# block 1

===== config.mk =====
export PLATFORM = sky130hd
export DESIGN_NAME = drive_sequencer
export DESIGN_NICKNAME = d
export VERILOG_FILES = /design/src/rtl/drive_sequencer.sv
export SDC_FILE = /design/constraint.sdc
export NUM_CORES = 1
export LEC_CHECK = 0
export CORE_MARGIN = 2
export CORE_UTILIZATION = 50
export CTS_CLUSTER_DIAMETER = 50
export DETAILED_ROUTE_END_ITERATION = 8
export GPL_ROUTABILITY_DRIVEN = 0
export PLACE_DENSITY_LB_ADDON = 0.08
export SETUP_SLACK_MARGIN = 0.3
export SYNTH_ARGS = -nofsm -noshare
export SYNTH_HDL_FRONTEND = slang
export SYNTH_SLANG_ARGS = --single-unit

===== constraint.sdc =====
create_clock -name WF_CLK -period 5.2 [get_ports WF_CLK]
set_input_delay 0.78 -clock WF_CLK [delete_from_list [all_inputs] [get_ports WF_CLK]]
set_output_delay 0.78 -clock WF_CLK [all_outputs]
set_load 0.01 [all_outputs]

===== src/rtl/drive_sequencer.sv =====
// Mission sequencer upstream of the two stepctl motor controllers: forward run with
// bump-triggered halt / back-up / turn-away recovery, completion and retry-fault reporting.
module drive_sequencer #(
  parameter logic [15:0] FWD_STEPS  = 16'd18000,
  parameter logic [15:0] BACK_STEPS = 16'd360,
  parameter logic [15:0] TURN_STEPS = 16'd180,
  parameter int unsigned MAX_RETRY  = 3,
  parameter int unsigned DEB_CYCLES = 12000,
  parameter int unsigned SETTLE     = 4
) (
  input  logic        WF_CLK,
  input  logic        rst,
  input  logic        start,
  input  logic [5:0]  bump,
  input  logic        motorL_busy,
  input  logic        motorR_busy,
  output logic        go,
  output logic [15:0] motorL_steps,
  output logic [15:0] motorR_steps,
  output logic        motorL_dir,
  output logic        motorR_dir,
  output logic        motorL_stop,
  output logic        motorR_stop,
  output logic        done,
  output logic        fault,
  output logic [2:0]  state
);

  localparam logic [2:0] IDLE  = 3'd0;
  localparam logic [2:0] FWD   = 3'd1;
  localparam logic [2:0] HALT  = 3'd2;
  localparam logic [2:0] BACK  = 3'd3;
  localparam logic [2:0] TURN  = 3'd4;
  localparam logic [2:0] DONE  = 3'd5;
  localparam logic [2:0] FAULT = 3'd6;

  localparam int unsigned DebW = $clog2(DEB_CYCLES + 1);
  localparam int unsigned SetW = $clog2(SETTLE + 1);
  localparam int unsigned RetW = $clog2(MAX_RETRY + 1);

  logic [5:0]      sync1_q, sync2_q, deb_q;
  logic [DebW-1:0] deb_cnt_q [6];

  // Bump switches are active-low; a bit only flips after DEB_CYCLES disagreeing samples.
  always_ff @(posedge WF_CLK) begin
    if (rst) begin
      sync1_q <= 6'h3F;
      sync2_q <= 6'h3F;
      deb_q   <= 6'h3F;
      for (int i = 0; i < 6; i++) deb_cnt_q[i] <= '0;
    end else begin
      sync1_q <= bump;
      sync2_q <= sync1_q;
      for (int i = 0; i < 6; i++) begin
        if (sync2_q[i] == deb_q[i]) begin
          deb_cnt_q[i] <= '0;
        end else if (deb_cnt_q[i] == DebW'(DEB_CYCLES - 1)) begin
          deb_q[i]     <= ~deb_q[i];
          deb_cnt_q[i] <= '0;
        end else begin
          deb_cnt_q[i] <= deb_cnt_q[i] + 1'b1;
        end
      end
    end
  end

  logic hit_r, hit_l;
  assign hit_r = ~&deb_q[2:0];
  assign hit_l = ~&deb_q[5:3];

  logic [2:0]      state_q, state_d;
  logic            go_q, go_d;
  logic [15:0]     steps_l_q, steps_l_d, steps_r_q, steps_r_d;
  logic            dir_l_q, dir_l_d, dir_r_q, dir_r_d;
  logic [RetW-1:0] retry_q, retry_d;
  logic            side_r_q, side_r_d;
  logic [SetW-1:0] settle_q, settle_d;
  logic            leg_over;

  assign leg_over = (settle_q == SetW'(SETTLE)) && !motorL_busy && !motorR_busy;

  always_comb begin
    state_d   = state_q;
    go_d      = 1'b0;
    steps_l_d = steps_l_q;
    steps_r_d = steps_r_q;
    dir_l_d   = dir_l_q;
    dir_r_d   = dir_r_q;
    retry_d   = retry_q;
    side_r_d  = side_r_q;
    settle_d  = (settle_q == SetW'(SETTLE)) ? settle_q : settle_q + 1'b1;
    case (state_q)
      IDLE, DONE, FAULT: begin
        if (start) begin
          state_d   = FWD;
          go_d      = 1'b1;
          steps_l_d = FWD_STEPS;
          steps_r_d = FWD_STEPS;
          dir_l_d   = 1'b0;
          dir_r_d   = 1'b0;
          retry_d   = '0;
        end
      end
      FWD: begin
        // A bump outranks a completion seen on the same cycle.
        if (hit_r || hit_l) begin
          if (retry_q == RetW'(MAX_RETRY)) begin
            state_d = FAULT;
          end else begin
            state_d  = HALT;
            retry_d  = retry_q + 1'b1;
            side_r_d = hit_r;
          end
        end else if (leg_over) begin
          state_d = DONE;
        end
      end
      HALT: begin
        if (leg_over) begin
          state_d   = BACK;
          go_d      = 1'b1;
          steps_l_d = BACK_STEPS;
          steps_r_d = BACK_STEPS;
          dir_l_d   = 1'b1;
          dir_r_d   = 1'b1;
        end
      end
      BACK: begin
        if (leg_over) begin
          state_d   = TURN;
          go_d      = 1'b1;
          steps_l_d = TURN_STEPS;
          steps_r_d = TURN_STEPS;
          dir_l_d   = side_r_q;
          dir_r_d   = ~side_r_q;
        end
      end
      TURN: begin
        if (leg_over) begin
          state_d   = FWD;
          go_d      = 1'b1;
          steps_l_d = FWD_STEPS;
          steps_r_d = FWD_STEPS;
          dir_l_d   = 1'b0;
          dir_r_d   = 1'b0;
        end
      end
      default: state_d = IDLE;
    endcase
    if (state_d != state_q) settle_d = '0;
  end

  always_ff @(posedge WF_CLK) begin
    if (rst) begin
      state_q   <= IDLE;
      go_q      <= 1'b0;
      steps_l_q <= '0;
      steps_r_q <= '0;
      dir_l_q   <= 1'b0;
      dir_r_q   <= 1'b0;
      retry_q   <= '0;
      side_r_q  <= 1'b0;
      settle_q  <= '0;
    end else begin
      state_q   <= state_d;
      go_q      <= go_d;
      steps_l_q <= steps_l_d;
      steps_r_q <= steps_r_d;
      dir_l_q   <= dir_l_d;
      dir_r_q   <= dir_r_d;
      retry_q   <= retry_d;
      side_r_q  <= side_r_d;
      settle_q  <= settle_d;
    end
  end

  logic moving;
  assign moving = (state_q == FWD) || (state_q == BACK) || (state_q == TURN);

  assign go           = go_q;
  assign motorL_steps = steps_l_q;
  assign motorR_steps = steps_r_q;
  assign motorL_dir   = dir_l_q;
  assign motorR_dir   = dir_r_q;
  assign motorL_stop  = ~moving;
  assign motorR_stop  = ~moving;
  assign done         = (state_q == DONE);
  assign fault        = (state_q == FAULT);
  assign state        = state_q;

endmodule


==> block_1/layers.png <==
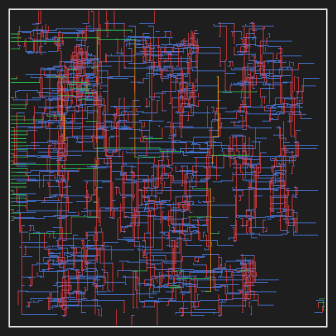
Key: M3 = green [wire length 471 um]; M4 = orange [wire length 206 um]; M1 = blue [wire length 5040 um]; M2 = red [wire length 4750 um]
Total Wirelength: 10.5 mm
via count: 4276
wire per inst: 11.7 um
gr usage total: 17.1%

==> job_summary.md <==
## Synthesis and layout report

| Metric | Value |
|---|---|
| DIE AREA | `13300 um2` |
| 1st-iter DRT viols | `250` |
| Logic area | `about 2900 um2` |
| Synth Warn # | `0` |
| DR DRC count | `0` |
| Status | `complete, no violations` |
| Critical path, cell by cell | `inv_1 > nor3_1 > clkdlybuf4s50_1` |
| Max stage delay on crit path | `around 0.7 ns` |
| Count of tool warnings | `27` |
| Met1 wire length | `between 5 and 6 mm` |
| Drt pass-1 iters | `5` |
| Hold Path Class | `reg2reg` |
| Fin nets | `approximately 730` |
| Top cells by area | `edfxtp_1 (41%), dfxtp_1 (12%), nor2_1 (7.0%)` |
| Synth flops | `~120` |
| Leakage | `about 2.8 nW` |
| Post-Synth Simple-Gate Area | `roughly a quarter` |
| # Cells Yosys | `just over 600` |
| TritonCTS Buffers | `17` |
| Post-CTS Hold Fix Bufs | `0` |
| Dominant logic cell type in the layout | `nor2_1` |
| Seq share, synth | `52.5%` |
==> block_1/congestion_map.png <==
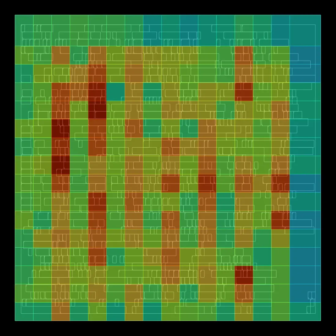
GR Layer Usage met2: 26.8%
Finished Core Util: 61.7%
met3 Track Usage GR: 5.48%
met1 GRT Util: 21.6%
grt peak-use layer: met2

## flip-flops by register name, summed over array words and instances, names as in the netlist
signal and count:
deb_cnt_q 84, deb_q 6, motorR_steps 6, sync1_q 6
sync2_q 6, settle_q 3, state 3, retry_q 2
go 1, motorL_dir 1, motorR_dir 1, side_r_q 1
## routing by layer
layer  GRT usage, %  vias up
met1           21.6     1961
met5              0        -
met2           26.8       98
li1               -     2196
met4           7.87        0
met3           5.48       21
## layout make-up
cell class | instances | share of cell area (%)
clock inverter | 8 | 1.60
timing repair buffer | 41 | 5.48
clock buffer | 24 | 6.49
multi-input combinational | 514 | 39.0
inverter | 18 | 0.942
tap | 168 | 2.83
sequential | 120 | 43.6
## where the power goes
| part | internal [mW] | switching (mW) |
|---|---|---|
| logic | 0.0560 | 0.0650 |
| registers | 1.06 | 0.0370 |
| clock network | 0.792 | 0.396 |
| total | 1.91 | 0.498 |
## path summary, 6_finish.rpt
kind                     endpoint  cells past startpoint       startpoint
setup / recovery             done                      3         state[2]
hold reg to reg        sync2_q[4]                      1       sync1_q[4]
hold / removal         sync2_q[4]                      1       sync1_q[4]
setup reg to reg  deb_cnt_q[4][4]                      6  deb_cnt_q[4][0]

# block 2

==> block_2/layers.png <==
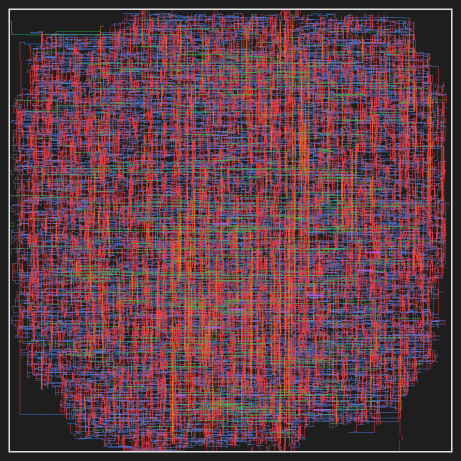
==> block_2/m3.png <==
Bar = 100 um.
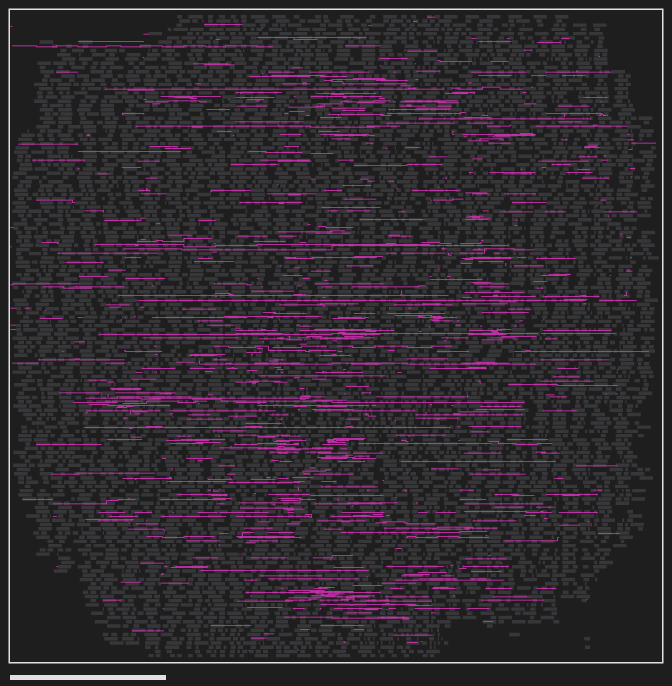
===== config.mk =====
export PLATFORM = sky130hd
export DESIGN_NAME = mem_responder
export DESIGN_NICKNAME = d
export VERILOG_FILES = /design/src/rtl/mem_responder.sv
export SDC_FILE = /design/constraint.sdc
export NUM_CORES = 2
export LEC_CHECK = 0
export ABC_CLOCK_PERIOD_IN_PS = 206000
export CAP_MARGIN = 20
export CELL_PAD_IN_SITES_DETAIL_PLACEMENT = 1
export CELL_PAD_IN_SITES_GLOBAL_PLACEMENT = 1
export CORE_MARGIN = 1
export CORE_UTILIZATION = 55
export CTS_BUF_LIST = sky130_fd_sc_hd__clkbuf_16
export DETAILED_ROUTE_END_ITERATION = 10
export PLACE_DENSITY = 0.77
export SYNTH_ARGS = -nofsm -noshare
export SYNTH_HDL_FRONTEND = slang
export SYNTH_SLANG_ARGS = --single-unit

===== constraint.sdc =====
create_clock -name clk -period 206 [get_ports clk]
set_input_delay 30.9 -clock clk [delete_from_list [all_inputs] [get_ports clk]]
set_output_delay 30.9 -clock clk [all_outputs]
set_load 0.05 [all_outputs]

===== src/rtl/mem_responder.sv =====
// mem_responder: word-wide memory target with a programmable number of wait
// states, serving a req/ready memory port. One request is latched in IDLE, the
// wait counter runs, the access is committed on the edge that enters RESP, and
// ready/err pulse for exactly one cycle.
//
// Optional feature: define MEM_ALIGN_CHECK_EN to flag any request whose byte
// address is not word aligned as an error, handled exactly like an
// out-of-range access. Without the macro the low two address bits are ignored.
module mem_responder #(
    parameter int DEPTH_WORDS = 64,
    parameter int WAIT        = 2
) (
    input  logic        clk,
    input  logic        reset,
    input  logic        req,
    input  logic        we,
    input  logic [31:0] addr,
    input  logic [31:0] wdata,
    output logic [31:0] rdata,
    output logic        ready,
    output logic        busy,
    output logic        err
);

    localparam int AW = $clog2(DEPTH_WORDS);

    localparam logic [1:0] S_IDLE = 2'd0;
    localparam logic [1:0] S_WAIT = 2'd1;
    localparam logic [1:0] S_RESP = 2'd2;

    // The counter is loaded with WAIT+1 so that the edge on which it reads 1
    // is exactly WAIT+1 edges after acceptance, which also covers WAIT=0.
    localparam logic [4:0] COUNT_LOAD = 5'(WAIT + 1);

    logic [1:0]    state;
    logic [4:0]    count;
    logic          latWe;
    logic          latErr;
    logic [AW-1:0] latIdx;
    logic [31:0]   latWdata;
    logic [31:0]   mem [DEPTH_WORDS];

    logic outOfRange;
    logic misaligned;
    logic enterResp;

    assign outOfRange = |addr[31:AW+2];

`ifdef MEM_ALIGN_CHECK_EN
    assign misaligned = |addr[1:0];
`else
    logic unusedAddrBits;
    assign unusedAddrBits = ^addr[1:0];
    assign misaligned     = 1'b0;
`endif

    assign enterResp = (state == S_WAIT) && (count == 5'd1);

    // Control FSM: accept and latch a request, count wait states, pulse ready/err.
    always_ff @(posedge clk or posedge reset) begin
        if (reset) begin
            state    <= S_IDLE;
            count    <= '0;
            latWe    <= 1'b0;
            latErr   <= 1'b0;
            latIdx   <= '0;
            latWdata <= '0;
            ready    <= 1'b0;
            busy     <= 1'b0;
            err      <= 1'b0;
        end else begin
            ready <= 1'b0;
            err   <= 1'b0;
            case (state)
                S_IDLE: begin
                    if (req) begin
                        latWe    <= we;
                        latErr   <= outOfRange | misaligned;
                        latIdx   <= addr[AW+1:2];
                        latWdata <= wdata;
                        count    <= COUNT_LOAD;
                        state    <= S_WAIT;
                        busy     <= 1'b1;
                    end
                end
                S_WAIT: begin
                    if (count == 5'd1) begin
                        count <= '0;
                        state <= S_RESP;
                        ready <= 1'b1;
                        err   <= latErr;
                    end else begin
                        count <= count - 5'd1;
                    end
                end
                S_RESP: begin
                    state <= S_IDLE;
                    busy  <= 1'b0;
                end
                default: begin
                    state <= S_IDLE;
                    busy  <= 1'b0;
                end
            endcase
        end
    end

    // Storage and read register: commit the write or fetch the word on RESP entry.
    always_ff @(posedge clk or posedge reset) begin
        if (reset) begin
            rdata <= '0;
            for (int i = 0; i < DEPTH_WORDS; i++) begin
                mem[i] <= '0;
            end
        end else if (enterResp) begin
            if (latErr) begin
                rdata <= '0;
            end else if (latWe) begin
                mem[latIdx] <= latWdata;
            end else begin
                rdata <= mem[latIdx];
            end
        end
    end

endmodule


==> job_summary.md <==
## Synthesis and layout report

| Metric | Value |
|---|---|
| Worst Hold Launch | `mem[852]` |
| Clock network fraction of design power | `33.3%` |
| Relative slew slack | `under 10%` |
| Net Sw Frac | `between 30% and 40%` |
| Adder-cell share of the synthesized area | `less than 1%` |
| Worst Setup End Kind | `async pin` |
| Multi-input combinational area share | `between 30% and 40%` |
| Top Layer Used | `met5` |
| TNS Setup | `0 ns` |
| Netlist cell types | `around 62` |
| Flop share of the area | `between 50% and 60%` |
| Starting Density | `a little under three fifths` |
| Status | `complete, no violations` |
| Slowest-stage cell, CP | `buf_4` |
| Drt pass-1 iters | `7` |
| # Cells Yosys | `approximately 6500` |
| Vias per cell | `about 6.6` |
| Synth Warn # | `0` |
| 1st-iter DRT viols | `4436` |
| Combinational power share | `between 20% and 30%` |
| Die W | `between 400 and 500 um` |
| Post-CTS Hold Fix Bufs | `0` |
| Tap Count | `roughly 2300` |
About block_2/layers.png:
Key: M2 = red [wire length 134 mm]; M3 = green [wire length 16500 um]; M5 = purple [wire length 104 um]; M1 = blue [wire length 118 mm]; M4 = orange [wire length 9010 um]
gr usage total: 32.6%
Total Wirelength: 278 mm

About block_2/m3.png:
The layer carries 16500 um of wire. 306 nets have wire on it. The wires run mostly horizontal.
met3 Track Usage GR: 6.16%
via count: 58000

[placed cells by master, fill, tap and decap left out, types with 29 or more instances in the layout]
| cell type | count |
|---|---|
| a221oi_1 | 296 |
| a22o_1 | 43 |
| a22oi_1 | 66 |
| buf_4 | 163 |
| clkbuf_16 | 223 |
| clkdlybuf4s50_1 | 100 |
| clkinv_1 | 66 |
| clkinv_2 | 29 |
| dfrtp_1 | 2095 |
| dfrtp_2 | 32 |
| inv_1 | 65 |
| mux2_1 | 55 |
| mux2_2 | 2031 |
| mux2i_1 | 265 |
| mux4_2 | 248 |
| nand2_2 | 32 |
| nand3_1 | 32 |
| nor2_1 | 133 |
| nor2_4 | 30 |
| o21ai_0 | 100 |
| o22ai_1 | 132 |
[state kept, by name (all words and copies together), names as in the netlist, 2 cells and up]
register	flops
count	5
rdata	32
latIdx	6
latWdata	32
state	2
mem	2048
[path summary, 6_finish.rpt]
check | end | slack, ns | cells after the start
max in group clk | rdata[3] | 172.77 | 1
min reg2reg | mem[852] | 0.49 | 1
min | mem[852] | 0.49 | 1
min in group asynchronous | mem[118] | 30.59 | 2
max reg2reg | rdata[25] | 200.13 | 8
max | mem[1262] | 171.25 | 6


==> layout pictures side by side <==
The metal 2 layer.
panel A
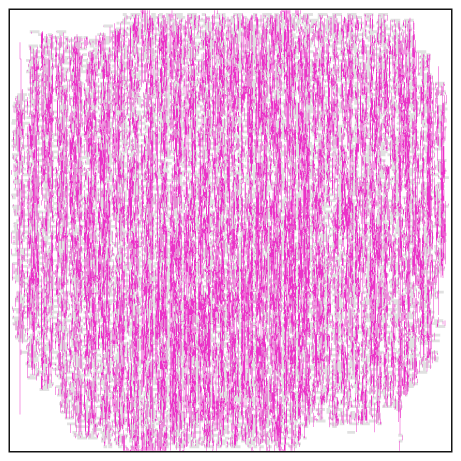
panel B
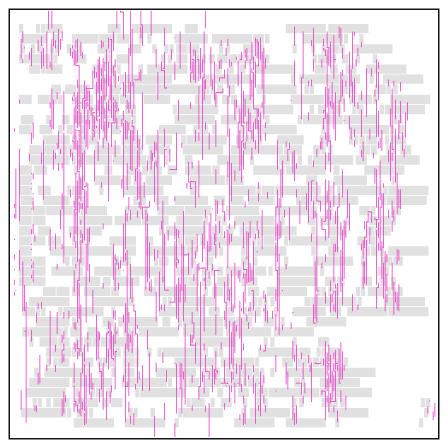
Panel B comes from block 1.
Panel A comes from block 2.

Key to panel A:
6084 nets have wire on it. The longest straight run is 120 um. The layer carries 134 mm of wire. The wires run mostly vertical. The layer holds 48% of the routed length.

Power and IR drop assume default switching activity.
